==================== bsg_cgol_job_arbiter
bsg_cgol_job_arbiter/placed.png
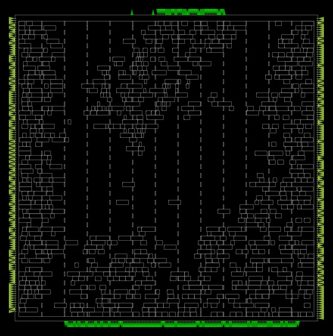

==> src/rtl/bsg_cgol_job_arbiter.sv <==
// Round-robin arbiter sharing one Game-of-Life engine among num_req_p requesters.
// Define BSG_CGOL_ARB_TIMEOUT_EN to enable the drain watchdog driving err_o.
module bsg_cgol_job_arbiter #(
    parameter int num_req_p    = 4,
    parameter int data_width_p = 64,
    parameter int in_words_p   = 16,
    parameter int out_words_p  = 15,
    parameter int timeout_p    = 65535
) (
    input  logic                              clk_i,
    input  logic                              reset_n_i,
    input  logic                              en_i,
    input  logic [num_req_p-1:0]              req_v_i,
    input  logic [num_req_p*data_width_p-1:0] req_data_i,
    output logic [num_req_p-1:0]              req_ready_o,
    output logic                              eng_v_o,
    output logic [data_width_p-1:0]           eng_data_o,
    input  logic                              eng_ready_i,
    input  logic                              eng_v_i,
    input  logic [data_width_p-1:0]           eng_data_i,
    output logic                              eng_yumi_o,
    output logic                              resp_v_o,
    output logic [data_width_p-1:0]           resp_data_o,
    output logic [$clog2(num_req_p)-1:0]      resp_id_o,
    input  logic                              resp_yumi_i,
    output logic                              busy_o,
    output logic                              err_o
);

    localparam int ID_W   = $clog2(num_req_p);
    localparam int IN_CW  = (in_words_p > 1) ? $clog2(in_words_p) : 1;
    localparam int OUT_CW = (out_words_p > 1) ? $clog2(out_words_p) : 1;

    localparam logic [IN_CW-1:0]  IN_LAST  = IN_CW'(in_words_p - 1);
    localparam logic [OUT_CW-1:0] OUT_LAST = OUT_CW'(out_words_p - 1);

    typedef enum logic [1:0] {
        IDLE  = 2'd0,
        LOAD  = 2'd1,
        DRAIN = 2'd2
    } state_e;

    state_e              state_q, state_d;
    logic [ID_W-1:0]     grant_q, grant_d;
    logic [ID_W-1:0]     last_q, last_d;
    logic [IN_CW-1:0]    in_cnt_q, in_cnt_d;
    logic [OUT_CW-1:0]   out_cnt_q, out_cnt_d;

    logic                pick_v;
    logic [ID_W-1:0]     pick_id;
    logic [ID_W-1:0]     cand;
    logic                in_hs;
    logic                out_hs;

`ifdef BSG_CGOL_ARB_TIMEOUT_EN
    localparam int WD_W = (timeout_p > 0) ? $clog2(timeout_p + 1) : 1;
    localparam logic [WD_W-1:0] WD_MAX = WD_W'(timeout_p);

    logic [WD_W-1:0]     wd_q, wd_d;
    logic                err_q, err_d;
    logic                wd_hit;
`endif

    // Round-robin pick: first requester at or after last_q+1, wrapping.
    always_comb begin
        pick_v  = 1'b0;
        pick_id = '0;
        cand    = '0;
        for (int i = 1; i <= num_req_p; i++) begin
            cand = ID_W'((int'(last_q) + i) % num_req_p);
            if (!pick_v && req_v_i[cand]) begin
                pick_v  = 1'b1;
                pick_id = cand;
            end
        end
    end

    always_comb begin
        state_d     = state_q;
        grant_d     = grant_q;
        last_d      = last_q;
        in_cnt_d    = in_cnt_q;
        out_cnt_d   = out_cnt_q;
        eng_v_o     = 1'b0;
        eng_data_o  = '0;
        req_ready_o = '0;
        resp_v_o    = 1'b0;
        resp_data_o = '0;
        eng_yumi_o  = 1'b0;
        in_hs       = 1'b0;
        out_hs      = 1'b0;
`ifdef BSG_CGOL_ARB_TIMEOUT_EN
        wd_d        = '0;
        err_d       = err_q;
        wd_hit      = 1'b0;
`endif

        // Outputs are forced low while reset is asserted, before state is known.
        if (reset_n_i) begin
            unique case (state_q)
                IDLE: begin
                    if (en_i && pick_v) begin
                        grant_d = pick_id;
                        state_d = LOAD;
                    end
                end

                LOAD: begin
                    eng_v_o              = req_v_i[grant_q];
                    eng_data_o           = req_data_i[int'(grant_q)*data_width_p +: data_width_p];
                    req_ready_o[grant_q] = eng_ready_i;
                    in_hs                = eng_v_o & eng_ready_i;
                    if (in_hs) begin
                        if (in_cnt_q == IN_LAST) begin
                            in_cnt_d = '0;
                            state_d  = DRAIN;
                        end else begin
                            in_cnt_d = in_cnt_q + 1'b1;
                        end
                    end
                end

                DRAIN: begin
                    resp_v_o    = eng_v_i;
                    resp_data_o = eng_data_i;
                    eng_yumi_o  = resp_yumi_i & eng_v_i;
                    out_hs      = eng_yumi_o;
                    if (out_hs) begin
                        if (out_cnt_q == OUT_LAST) begin
                            out_cnt_d = '0;
                            last_d    = grant_q;
                            state_d   = IDLE;
                        end else begin
                            out_cnt_d = out_cnt_q + 1'b1;
                        end
                    end
`ifdef BSG_CGOL_ARB_TIMEOUT_EN
                    else if (wd_q == WD_MAX) begin
                        wd_hit    = 1'b1;
                        err_d     = 1'b1;
                        out_cnt_d = '0;
                        last_d    = grant_q;
                        state_d   = IDLE;
                    end else begin
                        wd_d = wd_q + 1'b1;
                    end
`endif
                end

                default: begin
                    state_d = IDLE;
                end
            endcase
        end
    end

    always_ff @(posedge clk_i) begin
        if (!reset_n_i) begin
            state_q   <= IDLE;
            grant_q   <= '0;
            last_q    <= ID_W'(num_req_p - 1);
            in_cnt_q  <= '0;
            out_cnt_q <= '0;
        end else begin
            state_q   <= state_d;
            grant_q   <= grant_d;
            last_q    <= last_d;
            in_cnt_q  <= in_cnt_d;
            out_cnt_q <= out_cnt_d;
        end
    end

`ifdef BSG_CGOL_ARB_TIMEOUT_EN
    always_ff @(posedge clk_i) begin
        if (!reset_n_i) begin
            wd_q  <= '0;
            err_q <= 1'b0;
        end else begin
            wd_q  <= wd_d;
            err_q <= err_d;
        end
    end

    // The expiring cycle itself already flags the error.
    assign err_o = reset_n_i & (err_q | wd_hit);
`else
    logic unused_timeout;
    assign unused_timeout = (timeout_p != 0);
    assign err_o          = 1'b0;
`endif

    assign resp_id_o = reset_n_i ? grant_q : '0;
    assign busy_o    = reset_n_i & (state_q != IDLE);

endmodule

==> config.mk <==
export PLATFORM = sky130hd
export DESIGN_NAME = bsg_cgol_job_arbiter
export DESIGN_NICKNAME = d
export VERILOG_FILES = /design/src/rtl/bsg_cgol_job_arbiter.sv
export SDC_FILE = /design/constraint.sdc
export NUM_CORES = 1
export LEC_CHECK = 0
export CORE_AREA = 2 2 182 184
export DETAILED_ROUTE_END_ITERATION = 6
export DIE_AREA = 0 0 184 186
export PLACE_DENSITY = 0.39
export SLEW_MARGIN = 20
export SYNTH_ARGS = -nofsm -noshare
export SYNTH_HDL_FRONTEND = slang
export SYNTH_SLANG_ARGS = --single-unit
==> constraint.sdc <==
create_clock -name clk_i -period 2.6 [get_ports clk_i]
set_clock_uncertainty 0.1 [all_clocks]
set_input_delay 0.52 -clock clk_i [delete_from_list [all_inputs] [get_ports clk_i]]
set_output_delay 0.52 -clock clk_i [all_outputs]
set_load 0.1 [all_outputs]
==================== instruction_fetch
`src/rtl/kgp_fetch_pkg.sv`:
```
// Shared fetch widths, PC step, default reset PC and output-buffer depth.
// IFETCH_SKID_EN selects the two-entry skid buffer (full rate); otherwise one entry (half rate).
package kgp_fetch_pkg;

    localparam int               INSTR_W          = 32;
    localparam int               PC_W             = 32;
    localparam logic [PC_W-1:0]  PC_INC           = 32'd4;
    localparam logic [PC_W-1:0]  RESET_PC_DEFAULT = 32'h0000_0000;

`ifdef IFETCH_SKID_EN
    localparam int FETCH_DEPTH = 2;
`else
    localparam int FETCH_DEPTH = 1;
`endif

    typedef struct packed {
        logic [INSTR_W-1:0] instr;
        logic [PC_W-1:0]    pc;
    } fetch_entry_t;

endpackage

```
`src/rtl/fetch_buffer.sv`:
```
// In-order shift buffer of fetched {instr, pc}; head is a register, push lands in one cycle.
// Caller guarantees no push when full; flush empties it and wins over push, pop still retires the head.
module fetch_buffer
    import kgp_fetch_pkg::*;
#(
    parameter int DEPTH = 2,
    parameter int OCC_W = $clog2(DEPTH + 1)
) (
    input  logic               clk,
    input  logic               rst_n,
    input  logic               push_i,
    input  fetch_entry_t       push_dat_i,
    input  logic               pop_i,
    input  logic               flush_i,
    output logic [OCC_W-1:0]   occ_o,
    output logic [INSTR_W-1:0] head_instr_o,
    output logic [PC_W-1:0]    head_pc_o
);

    fetch_entry_t     ent_q [DEPTH];
    fetch_entry_t     ent_d [DEPTH];
    logic [OCC_W-1:0] occ_q;
    logic [OCC_W-1:0] occ_d;
    int               wr_idx;

    always_comb begin
        ent_d  = ent_q;
        occ_d  = occ_q;
        wr_idx = int'(occ_q) - int'(pop_i);
        if (flush_i) begin
            // Stale words stay in place; the head is only meaningful while occ != 0.
            occ_d = '0;
        end else begin
            if (pop_i) begin
                for (int i = 0; i < DEPTH - 1; i++) begin
                    ent_d[i] = ent_q[i+1];
                end
            end
            for (int i = 0; i < DEPTH; i++) begin
                if (push_i && (i == wr_idx)) begin
                    ent_d[i] = push_dat_i;
                end
            end
            occ_d = occ_q + OCC_W'(push_i) - OCC_W'(pop_i);
        end
    end

    always_ff @(posedge clk) begin
        if (!rst_n) begin
            occ_q <= '0;
            for (int i = 0; i < DEPTH; i++) begin
                ent_q[i] <= '0;
            end
        end else begin
            occ_q <= occ_d;
            ent_q <= ent_d;
        end
    end

    assign occ_o        = occ_q;
    assign head_instr_o = ent_q[0].instr;
    assign head_pc_o    = ent_q[0].pc;

endmodule

```
`src/rtl/instruction_fetch.sv`:
```
// Sequential PC fetch against a 1-cycle imem; first instr two cycles after reset/redirect.
// Issue throttled so buffered + in-flight never exceeds depth (IFETCH_SKID_EN: 2, else 1); drains with fetch_en low.
module instruction_fetch
    import kgp_fetch_pkg::*;
#(
    parameter logic [PC_W-1:0] RESET_PC = RESET_PC_DEFAULT
) (
    input  logic               clk,
    input  logic               rst_n,
    input  logic               fetch_en,
    input  logic               redirect_valid,
    input  logic [PC_W-1:0]    redirect_pc,
    output logic [PC_W-1:0]    imem_addr,
    input  logic [INSTR_W-1:0] imem_data,
    output logic               instr_valid,
    output logic [INSTR_W-1:0] instr,
    output logic [PC_W-1:0]    instr_pc,
    input  logic               instr_ready
);

    localparam int DEPTH = FETCH_DEPTH;
    localparam int OCC_W = $clog2(DEPTH + 1);

    logic [PC_W-1:0]  pc_q, pc_d;
    logic [PC_W-1:0]  req_pc_q, req_pc_d;
    logic             inflight_q, inflight_d;
    logic [OCC_W-1:0] occ;
    logic             pop;
    fetch_entry_t     push_dat;

    assign instr_valid = (occ != '0);
    assign pop         = instr_valid && instr_ready;
    assign imem_addr   = pc_q;
    assign push_dat    = '{instr: imem_data, pc: req_pc_q};

    always_comb begin
        pc_d       = pc_q;
        req_pc_d   = req_pc_q;
        inflight_d = 1'b0;
        if (redirect_valid) begin
            pc_d = {redirect_pc[PC_W-1:2], 2'b00};
        end else if (fetch_en && ((int'(occ) + int'(inflight_q)) < (DEPTH + int'(pop)))) begin
            // Reserve a slot now for the word that returns next cycle.
            pc_d       = pc_q + PC_INC;
            req_pc_d   = pc_q;
            inflight_d = 1'b1;
        end
    end

    always_ff @(posedge clk) begin
        if (!rst_n) begin
            pc_q       <= RESET_PC;
            req_pc_q   <= '0;
            inflight_q <= 1'b0;
        end else begin
            pc_q       <= pc_d;
            req_pc_q   <= req_pc_d;
            inflight_q <= inflight_d;
        end
    end

    fetch_buffer #(
        .DEPTH (DEPTH)
    ) u_fetch_buffer (
        .clk          (clk),
        .rst_n        (rst_n),
        .push_i       (inflight_q),
        .push_dat_i   (push_dat),
        .pop_i        (pop),
        .flush_i      (redirect_valid),
        .occ_o        (occ),
        .head_instr_o (instr),
        .head_pc_o    (instr_pc)
    );

endmodule

```
`config.mk`:
```
export PLATFORM = sky130hd
export DESIGN_NAME = instruction_fetch
export DESIGN_NICKNAME = d
export VERILOG_FILES = /design/src/rtl/kgp_fetch_pkg.sv /design/src/rtl/fetch_buffer.sv /design/src/rtl/instruction_fetch.sv
export SDC_FILE = /design/constraint.sdc
export NUM_CORES = 1
export LEC_CHECK = 0
export CAP_MARGIN = 40
export CORE_ASPECT_RATIO = 1.4
export CORE_MARGIN = 5
export CORE_UTILIZATION = 41
export CTS_BUF_LIST = sky130_fd_sc_hd__clkbuf_8
export CTS_CLUSTER_DIAMETER = 120
export CTS_CLUSTER_SIZE = 28
export DETAILED_ROUTE_END_ITERATION = 10
export GPL_TIMING_DRIVEN = 0
export PLACE_DENSITY_LB_ADDON = 0.25
export SLEW_MARGIN = 40
export SYNTH_ARGS = -nofsm -noshare
export SYNTH_HDL_FRONTEND = slang
export SYNTH_SLANG_ARGS = --single-unit
```
`constraint.sdc`:
```
create_clock -name clk -period 1.85 [get_ports clk]
set_clock_uncertainty 0.15 [all_clocks]
set_input_delay 0.4625 -clock clk [delete_from_list [all_inputs] [get_ports clk]]
set_output_delay 0.4625 -clock clk [all_outputs]
set_load 0.01 [all_outputs]
```
==================== axi_pwm
## src/rtl/axi_pwm_pkg.sv

```systemverilog
// axi_pwm_pkg: register offsets and AXI response codes shared by the PWM block
package axi_pwm_pkg;
  localparam logic [7:0] REG_PRESCALE  = 8'h00;
  localparam logic [7:0] REG_PERIOD    = 8'h04;
  localparam logic [7:0] REG_COUNT     = 8'h08;
  localparam logic [7:0] REG_POLARITY  = 8'h0C;
  localparam logic [7:0] REG_DUTY_BASE = 8'h10;
  localparam logic [1:0] RESP_OKAY     = 2'b00;
endpackage

```

## src/rtl/axi_pwm_core.sv

```systemverilog
// pwm_core: prescaler, shared period counter and per-channel compare with polarity
module pwm_core #(
  parameter int NUM_OUTPUTS = 4,
  parameter int DW = 32
) (
  input  logic                            clk,
  input  logic                            rst_n,
  input  logic [DW-1:0]                   prescale,
  input  logic [DW-1:0]                   period,
  input  logic [NUM_OUTPUTS-1:0]          polarity,
  input  logic [NUM_OUTPUTS-1:0][DW-1:0]  duty,
  output logic [NUM_OUTPUTS-1:0]          pwm,
  output logic [DW-1:0]                   count
);
  logic [DW-1:0] psc;
  logic [NUM_OUTPUTS-1:0] pwm_d;
  logic tick;
  // >= rather than == so shrinking PRESCALE below psc cannot stall for 2^DW clocks
  assign tick = psc >= prescale;
  always_ff @(posedge clk or negedge rst_n)
    if (!rst_n) begin
      psc   <= '0;
      count <= '0;
      pwm   <= '0;
    end else begin
      psc <= tick ? '0 : psc + 1'b1;
      if (period == '0) count <= '0;
      else if (tick) count <= (count >= period - 1'b1) ? '0 : count + 1'b1;
      pwm <= pwm_d;
    end
  always_comb begin
    pwm_d = '0;
    for (int i = 0; i < NUM_OUTPUTS; i++)
      pwm_d[i] = ((count < duty[i]) && (period != '0)) ^ polarity[i];
  end
endmodule

```

## src/rtl/axi_pwm.sv

```systemverilog
// axi_pwm: AXI4 single-beat slave with register file driving a multi-channel PWM core
module axi_pwm
  import axi_pwm_pkg::*;
#(
  parameter int AXI_ID_WIDTH   = 1,
  parameter int AXI_DATA_WIDTH = 32,
  parameter int AXI_ADDR_WIDTH = 8,
  parameter int NUM_OUTPUTS    = 4
) (
  input  logic                        aclk,
  input  logic                        aresetn,
  output logic [NUM_OUTPUTS-1:0]      pwm,
  input  logic [AXI_ID_WIDTH-1:0]     s_axi_awid,
  input  logic [AXI_ADDR_WIDTH-1:0]   s_axi_awaddr,
  input  logic [2:0]                  s_axi_awprot,
  input  logic                        s_axi_awvalid,
  output logic                        s_axi_awready,
  input  logic [AXI_DATA_WIDTH-1:0]   s_axi_wdata,
  input  logic [AXI_DATA_WIDTH/8-1:0] s_axi_wstrb,
  input  logic                        s_axi_wvalid,
  output logic                        s_axi_wready,
  output logic [AXI_ID_WIDTH-1:0]     s_axi_bid,
  output logic [1:0]                  s_axi_bresp,
  output logic                        s_axi_bvalid,
  input  logic                        s_axi_bready,
  input  logic [AXI_ID_WIDTH-1:0]     s_axi_arid,
  input  logic [AXI_ADDR_WIDTH-1:0]   s_axi_araddr,
  input  logic [2:0]                  s_axi_arprot,
  input  logic                        s_axi_arvalid,
  output logic                        s_axi_arready,
  output logic [AXI_ID_WIDTH-1:0]     s_axi_rid,
  output logic [AXI_DATA_WIDTH-1:0]   s_axi_rdata,
  output logic [1:0]                  s_axi_rresp,
  output logic                        s_axi_rvalid,
  input  logic                        s_axi_rready
);
  localparam int DW = AXI_DATA_WIDTH;
  localparam int SW = AXI_DATA_WIDTH / 8;
  localparam int WW = AXI_ADDR_WIDTH - 2;
  localparam logic [WW-1:0] W_PRESCALE = WW'(REG_PRESCALE >> 2);
  localparam logic [WW-1:0] W_PERIOD   = WW'(REG_PERIOD >> 2);
  localparam logic [WW-1:0] W_COUNT    = WW'(REG_COUNT >> 2);
  localparam logic [WW-1:0] W_POLARITY = WW'(REG_POLARITY >> 2);
  localparam logic [WW-1:0] W_DUTY     = WW'(REG_DUTY_BASE >> 2);
  logic aw_held, w_held, aw_fire, w_fire, ar_fire, do_write;
  logic [AXI_ID_WIDTH-1:0] awid_q;
  logic [AXI_ADDR_WIDTH-1:0] awaddr_q, wa;
  logic [DW-1:0] wdata_q, wd, rd;
  logic [SW-1:0] wstrb_q, ws;
  logic [WW-1:0] wi, ri;
  logic [DW-1:0] prescale, period, polarity, count;
  logic [NUM_OUTPUTS-1:0][DW-1:0] duty;
  logic unused;
  function automatic logic [DW-1:0] merge(input logic [DW-1:0] old, input logic [DW-1:0] d,
                                          input logic [SW-1:0] s);
    logic [DW-1:0] r;
    r = old;
    for (int b = 0; b < SW; b++) if (s[b]) r[8*b+:8] = d[8*b+:8];
    return r;
  endfunction
  assign s_axi_awready = !aw_held && !s_axi_bvalid;
  assign s_axi_wready  = !w_held && !s_axi_bvalid;
  assign s_axi_arready = !s_axi_rvalid;
  assign s_axi_bresp   = RESP_OKAY;
  assign s_axi_rresp   = RESP_OKAY;
  assign aw_fire  = s_axi_awvalid && s_axi_awready;
  assign w_fire   = s_axi_wvalid && s_axi_wready;
  assign ar_fire  = s_axi_arvalid && s_axi_arready;
  // address and data may each come from the latch or from this cycle's handshake
  assign do_write = (aw_held || aw_fire) && (w_held || w_fire) && !s_axi_bvalid;
  assign wa = aw_held ? awaddr_q : s_axi_awaddr;
  assign wd = w_held ? wdata_q : s_axi_wdata;
  assign ws = w_held ? wstrb_q : s_axi_wstrb;
  assign wi = wa[AXI_ADDR_WIDTH-1:2];
  assign ri = s_axi_araddr[AXI_ADDR_WIDTH-1:2];
  assign unused = ^{s_axi_awprot, s_axi_arprot, wa[1:0], s_axi_araddr[1:0]};
  always_ff @(posedge aclk or negedge aresetn)
    if (!aresetn) begin
      aw_held      <= 1'b0;
      w_held       <= 1'b0;
      awid_q       <= '0;
      awaddr_q     <= '0;
      wdata_q      <= '0;
      wstrb_q      <= '0;
      s_axi_bvalid <= 1'b0;
      s_axi_bid    <= '0;
      s_axi_rvalid <= 1'b0;
      s_axi_rid    <= '0;
      s_axi_rdata  <= '0;
    end else begin
      if (aw_fire) begin
        aw_held  <= 1'b1;
        awid_q   <= s_axi_awid;
        awaddr_q <= s_axi_awaddr;
      end
      if (w_fire) begin
        w_held  <= 1'b1;
        wdata_q <= s_axi_wdata;
        wstrb_q <= s_axi_wstrb;
      end
      if (do_write) begin
        s_axi_bvalid <= 1'b1;
        s_axi_bid    <= aw_held ? awid_q : s_axi_awid;
      end
      if (s_axi_bvalid && s_axi_bready) begin
        s_axi_bvalid <= 1'b0;
        aw_held      <= 1'b0;
        w_held       <= 1'b0;
      end
      if (ar_fire) begin
        s_axi_rvalid <= 1'b1;
        s_axi_rid    <= s_axi_arid;
        s_axi_rdata  <= rd;
      end else if (s_axi_rvalid && s_axi_rready) s_axi_rvalid <= 1'b0;
    end
  always_ff @(posedge aclk or negedge aresetn)
    if (!aresetn) begin
      prescale <= '0;
      period   <= '0;
      polarity <= '0;
      duty     <= '0;
    end else if (do_write) begin
      if (wi == W_PRESCALE) prescale <= merge(prescale, wd, ws);
      if (wi == W_PERIOD) period <= merge(period, wd, ws);
      if (wi == W_POLARITY) polarity <= merge(polarity, wd, ws);
      for (int i = 0; i < NUM_OUTPUTS; i++)
        if (wi == W_DUTY + WW'(i)) duty[i] <= merge(duty[i], wd, ws);
    end
  always_comb begin
    rd = ri == W_PRESCALE ? prescale :
         ri == W_PERIOD   ? period   :
         ri == W_COUNT    ? count    :
         ri == W_POLARITY ? polarity : '0;
    for (int i = 0; i < NUM_OUTPUTS; i++)
      if (ri == W_DUTY + WW'(i)) rd = duty[i];
  end
  pwm_core #(.NUM_OUTPUTS(NUM_OUTPUTS), .DW(DW)) u_core (
    .clk      (aclk),
    .rst_n    (aresetn),
    .prescale (prescale),
    .period   (period),
    .polarity (polarity[NUM_OUTPUTS-1:0]),
    .duty     (duty),
    .pwm      (pwm),
    .count    (count)
  );
endmodule

```

## config.mk

```make
export PLATFORM = sky130hd
export DESIGN_NAME = axi_pwm
export DESIGN_NICKNAME = d
export VERILOG_FILES = /design/src/rtl/axi_pwm_pkg.sv /design/src/rtl/axi_pwm_core.sv /design/src/rtl/axi_pwm.sv
export SDC_FILE = /design/constraint.sdc
export NUM_CORES = 1
export LEC_CHECK = 0
export ABC_AREA = 1
export CAP_MARGIN = 40
export CORE_ASPECT_RATIO = 2
export CORE_MARGIN = 2
export CORE_UTILIZATION = 35
export CTS_CLUSTER_DIAMETER = 200
export DETAILED_ROUTE_END_ITERATION = 12
export SYNTH_ARGS = -nofsm -noshare
export SYNTH_HDL_FRONTEND = slang
export SYNTH_HIERARCHICAL = 1
export SYNTH_SLANG_ARGS = --single-unit
```

## constraint.sdc

```tcl
create_clock -name aclk -period 7.9 [get_ports aclk]
set_input_delay 1.185 -clock aclk [delete_from_list [all_inputs] [get_ports aclk]]
set_output_delay 1.185 -clock aclk [all_outputs]
set_load 0.02 [all_outputs]
```

instruction_fetch/clock_wires.png
Bar = 20 um.
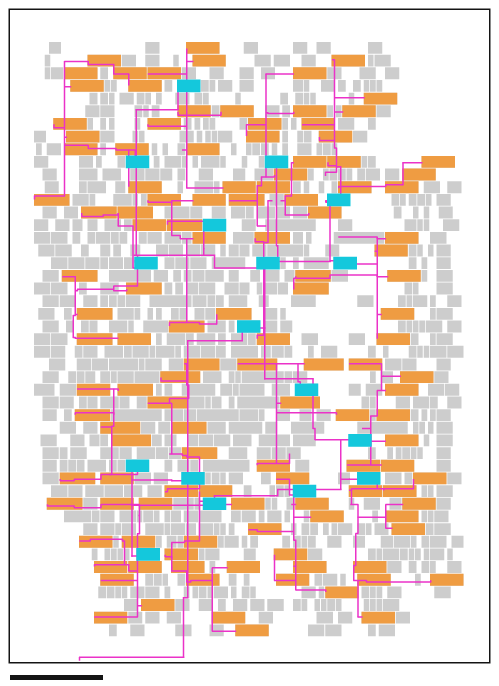
Key: clock-net drivers = cyan [count 17]; flip-flops = orange [count 124]; clock wires = magenta [length 1530 um]
There are 18 routed clock nets. Position of the flops: widely spread.
clock latency (worst-skew pair): 0.44 ns

instruction_fetch/class_map.png
Fill, decap, tap and diode cells in grey.
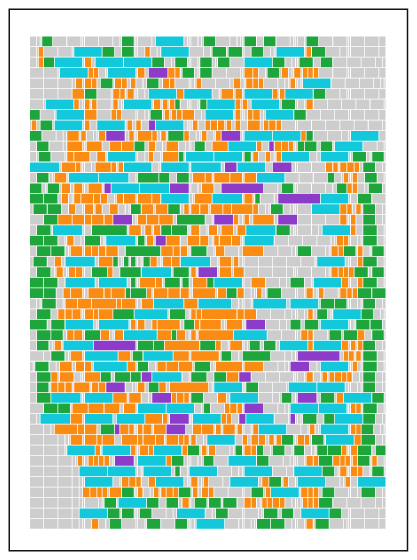
Key: clock drivers and dummy loads = purple [cells 32, share of their area 5.5%]; remaining buffers and delay cells = green [cells 229, share of their area 27%]; registers = cyan [cells 124, share of their area 33%]; remaining logic cells = orange [cells 446, share of their area 35%]
core area: 0.0118 mm^2
sequential cell area share: 0.321
Site Rows: 47
Util after Layout: 0.669

==> results.py, instruction_fetch <==
# Flow results
metrics = {
    "run_status": {
        "outcome": "finished with violations",
        "violations": "setup timing",
    },
    "worst_setup_path": {
        "arrival_ns": 2.27,
    },
    "finish": {
        "drive_gt1_frac": 0.244,
        "synthToLayoutAreaGrowth_pct": 59.5,
        "lay_top_count": "nand2_1",
        "clk_share": 0.0540,
    },
    "logic_synthesis": {
        "xor_share": 0.0477,
        "ys_async_sr_fraction": 0,
        "synth_seq_share": 0.501,
        "synth.distinct_cells": 43,
    },
    "cts": {
        "clock-sinks": 124,
        "cts-resized-gates": 180,
    },
    "timing": {
        "finalCriticalPeriod_ns": 2.06,
        "setup_ws_ns": -0.207,
        "tightest_slew_ns": 0.751,
        "setup_viol": 56,
    },
    "drt": {
        "wl_met1_mm": 6.31,
        "drtIter0Drc": 161,
    },
    "global_routing": {
        "grt_max_degree": 17,
    },
}
-- instruction_fetch: critical path, cell delays in order (launching register included) --
cell       delay (ns)
dfxtp_4          0.36
ha_4             0.16
ha_4             0.14
nand2b_4         0.17
buf_6            0.13
a2111oi_4        0.27
buf_6            0.19
nand4_1          0.11
xor2_1           0.17
a21oi_1          0.13
-- instruction_fetch: path summary, 6_finish.rpt --
path	from	end	slack, ns	cells after the start
worst max-delay path	u_fetch_buffer.occ_o$_SDFF_PP0_	imem_addr[21]$_SDFFE_PN0P_	-0.21	9
worst min-delay path	req_pc_q[28]$_SDFFE_PN0P_	u_fetch_buffer.head_pc_o[28]$_SDFFE_PN0P_	0.30	2
worst max register to register	u_fetch_buffer.occ_o$_SDFF_PP0_	imem_addr[21]$_SDFFE_PN0P_	-0.21	9
worst min register to register	req_pc_q[28]$_SDFFE_PN0P_	u_fetch_buffer.head_pc_o[28]$_SDFFE_PN0P_	0.30	2
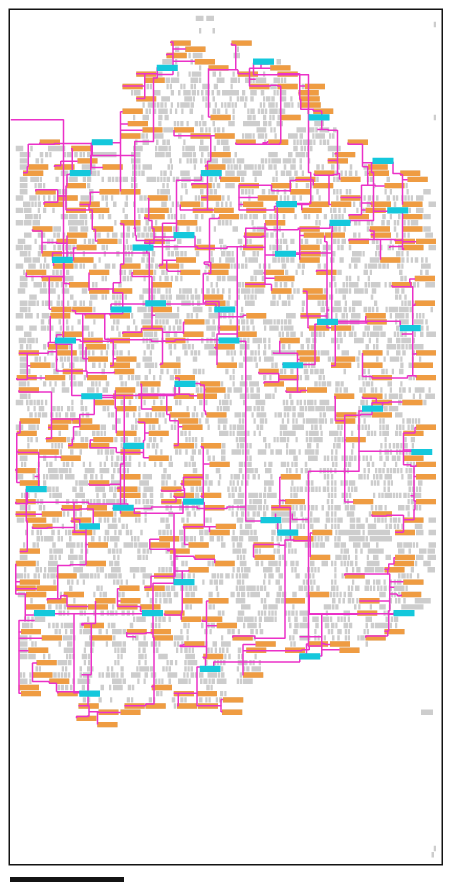
axi_pwm/clock_wires.png
Bar = 50 um.
Key: clock wires = magenta [length 5570 um]; clock-net drivers = cyan [count 40]; flip-flops = orange [count 373]
There are 41 routed clock nets.
clock latency (worst-skew pair): 0.60 ns

==> results.py, axi_pwm <==
# Flow results
metrics = {
    "logic_synthesis": {
        "yosys.area.top_type_share": 0.388,
        "top_cell": "nand2_1",
        "xor_share": 0.0222,
        "ys_cells": 3257,
    },
    "global_routing": {
        "antenna_found_initial": 0,
        "grt_overflow": 0,
        "grt_pass1_vias": 21132,
        "track_usage": 0.220,
    },
    "timing": {
        "timing.hold.ws_ns": 0.478,
        "finalCriticalPeriod_ns": 3.91,
        "fin_setup_tns_ns": 0,
    },
    "drt": {
        "routed_via_density": 5.22,
        "drc": 0,
        "antenna_left": 0,
    },
    "die": {
        "row_count": 136,
        "ios": 114,
        "die_width_um": 189,
        "fp-utilization": 0.352,
    },
    "worst_setup_path": {
        "required_ns": 8.36,
        "endpoint": "u_core/count[8]$_DFFE_PN0P_",
        "rr_worst_depth": 19,
    },
    "cts": {
        "cts-resized-gates": 0,
        "hold_buffers": 0,
        "cts_setup_buffers": 0,
        "htreeDepth": 2,
        "cts_buffers": 40,
    },
    "worst_hold_path": {
        "holdPathStages": 2,
    },
    "run_status": {
        "outcome": "finished, final reports clean",
    },
    "job": {
        "stage_log_warnings": 43,
    },
}
## axi_pwm: worst max-delay path: stages (launching register included)
cell and delay (ns):
dfrtp_1 0.41, inv_1 0.17, ha_1 0.25, nand3_1 0.16, nor2_2 0.26, nand3_1 0.17, nor3_1 0.29, nand4_1 0.20
xor2_1 0.20, ha_1 0.29, nand2_1 0.05, nor2_1 0.13, nand2_1 0.10, nor2_1 0.11, nand2_1 0.42, buf_8 0.34
nand2_1 0.08, inv_1 0.04, nand3_1 0.05, nand2_1 0.06
## axi_pwm: routing by layer
layer / vias to the layer above / track usage / share of wire
li1: 10779 / - / -
met1: 10473 / 0.286 / 0.42
met2: 811 / 0.364 / 0.47
met3: 163 / 0.0289 / 0.066
met4: 0 / 0.0951 / 0.046
met5: - / 0 / 0
## axi_pwm: layout make-up
type	instances	area, um^2
well taps	897	1120
flip-flops and latches	373	9330
clock inverters	12	170
multi-input cells	2314	12600
clock buffers	59	1170
repair buffers	159	1590
inverters	447	1680
fillers	7081	40700
## axi_pwm: state kept, by name, summed over array words and instances (netlist names), 6 cells and up
register / cells
duty: 128
period: 32
polarity: 32
prescale: 32
s_axi_rdata: 32
u_core/count: 32
u_core/psc: 32
wdata_q: 32
awaddr_q: 6
bsg_cgol_job_arbiter/clock_wires.png
Bar = 50 um.
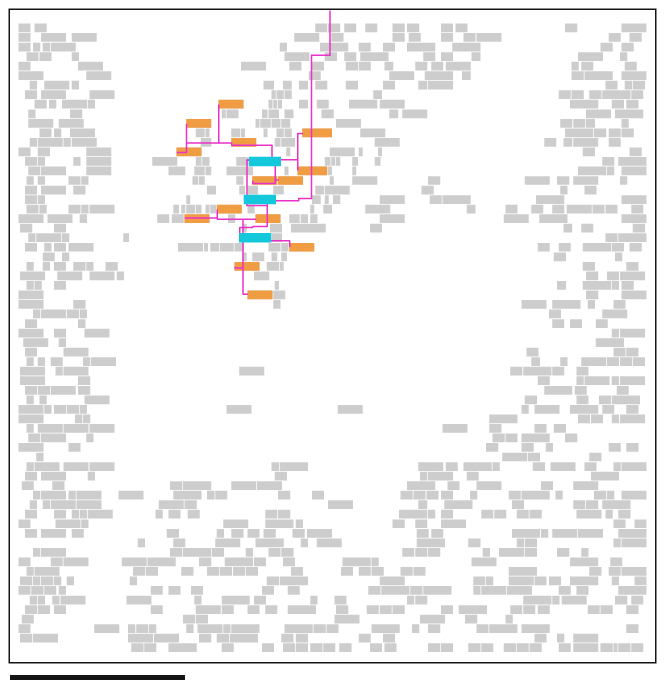
Key: flip-flops = orange [count 14]; clock-net drivers = cyan [count 3]; clock wires = magenta [length 260 um]
There are 4 routed clock nets.
clock latency (worst-skew pair): 0.24 ns

bsg_cgol_job_arbiter/layers.png
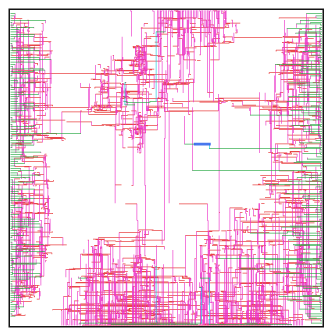
Key: M4 = cyan [wire length 137 um]; M5 = blue [wire length 8.30 um]; M1 = red [wire length 8200 um]; M2 = magenta [wire length 12600 um]; M3 = green [wire length 2810 um]
Via Count: 4761
DR WL/cell: 19.8 um

Notes on bsg_cgol_job_arbiter/placed.png above:
Site Rows: 66
core area: 0.0322 mm^2
Util after Layout: 0.314
# Taps: 408
final non-filler cell total: 1199

==> results.py, bsg_cgol_job_arbiter <==
# Flow results
metrics = {
    "finish": {
        "nNetsFinal": 1123,
        "lay_top_count": "clkdlybuf4s50_1",
        "diodes": 0,
    },
    "logic_synthesis": {
        "edf_count": 0,
        "xor_share": 0.00534,
    },
    "die": {
        "dieHeight_um": 186,
    },
    "run_status": {
        "outcome": "finished, final reports clean",
    },
    "cts": {
        "htreeDepth": 1,
    },
    "drt": {
        "wl_met3_mm": 2.81,
        "routed_via_density": 3.97,
        "wl_met1_mm": 8.20,
    },
    "timing": {
        "rsz0062_at_grt": "no",
        "setup_viol": 0,
    },
    "global_routing": {
        "grt_max_degree": 77,
    },
}
-- bsg_cgol_job_arbiter: metrics by stage --
step           TNS [ns]  setup WS (ns)  instances  area, um^2
4_1_cts               0          0.104       1199       10100
3_3_place_gp          0         0.0903       1192       10000
5_1_grt               0         0.0219       1199       10100
3_5_place_dp          0          0.104       1192       10000
2_1_floorplan     -2.14         -0.495        336        3300
6_report              0          0.107       1199       10100
-- bsg_cgol_job_arbiter: worst register-to-register path: stages (launching register included) --
cell and delay, ns:
dfxtp_4 0.35, buf_12 0.15, buf_12 0.15, mux2i_1 0.15, buf_4 0.16, o22ai_1 0.22, nand3_1 0.11, o311a_1 0.34

==> screenshots <==
Ports around the boundary.
Pins as bars across the die edge, other pins in grey.
picture 1
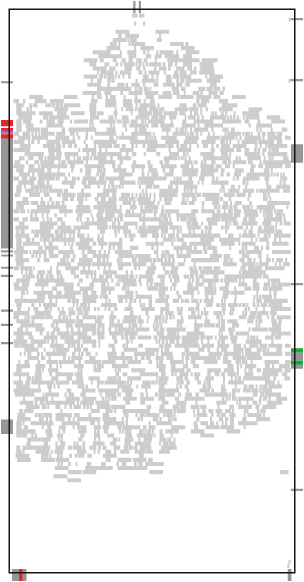
picture 2
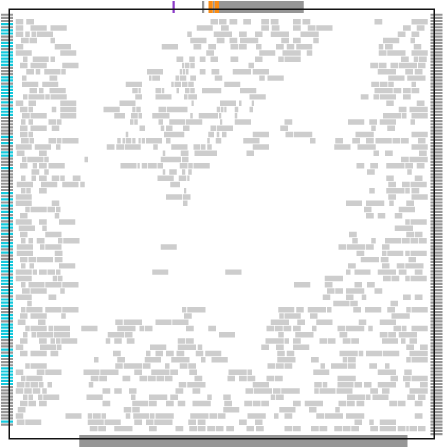
picture 3
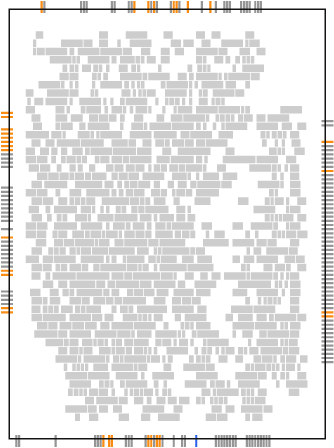
Picture 1 is axi_pwm.
Picture 3 is instruction_fetch.
Picture 2 is bsg_cgol_job_arbiter.
The one with the fewest pins is picture 1.

Key to picture 2:
Key: eng_yumi_o = purple [pins 1, direction output, edge top]; resp_data_o = cyan [pins 64, direction output, edge left]; req_v_i = orange [pins 4, direction input, edge top]


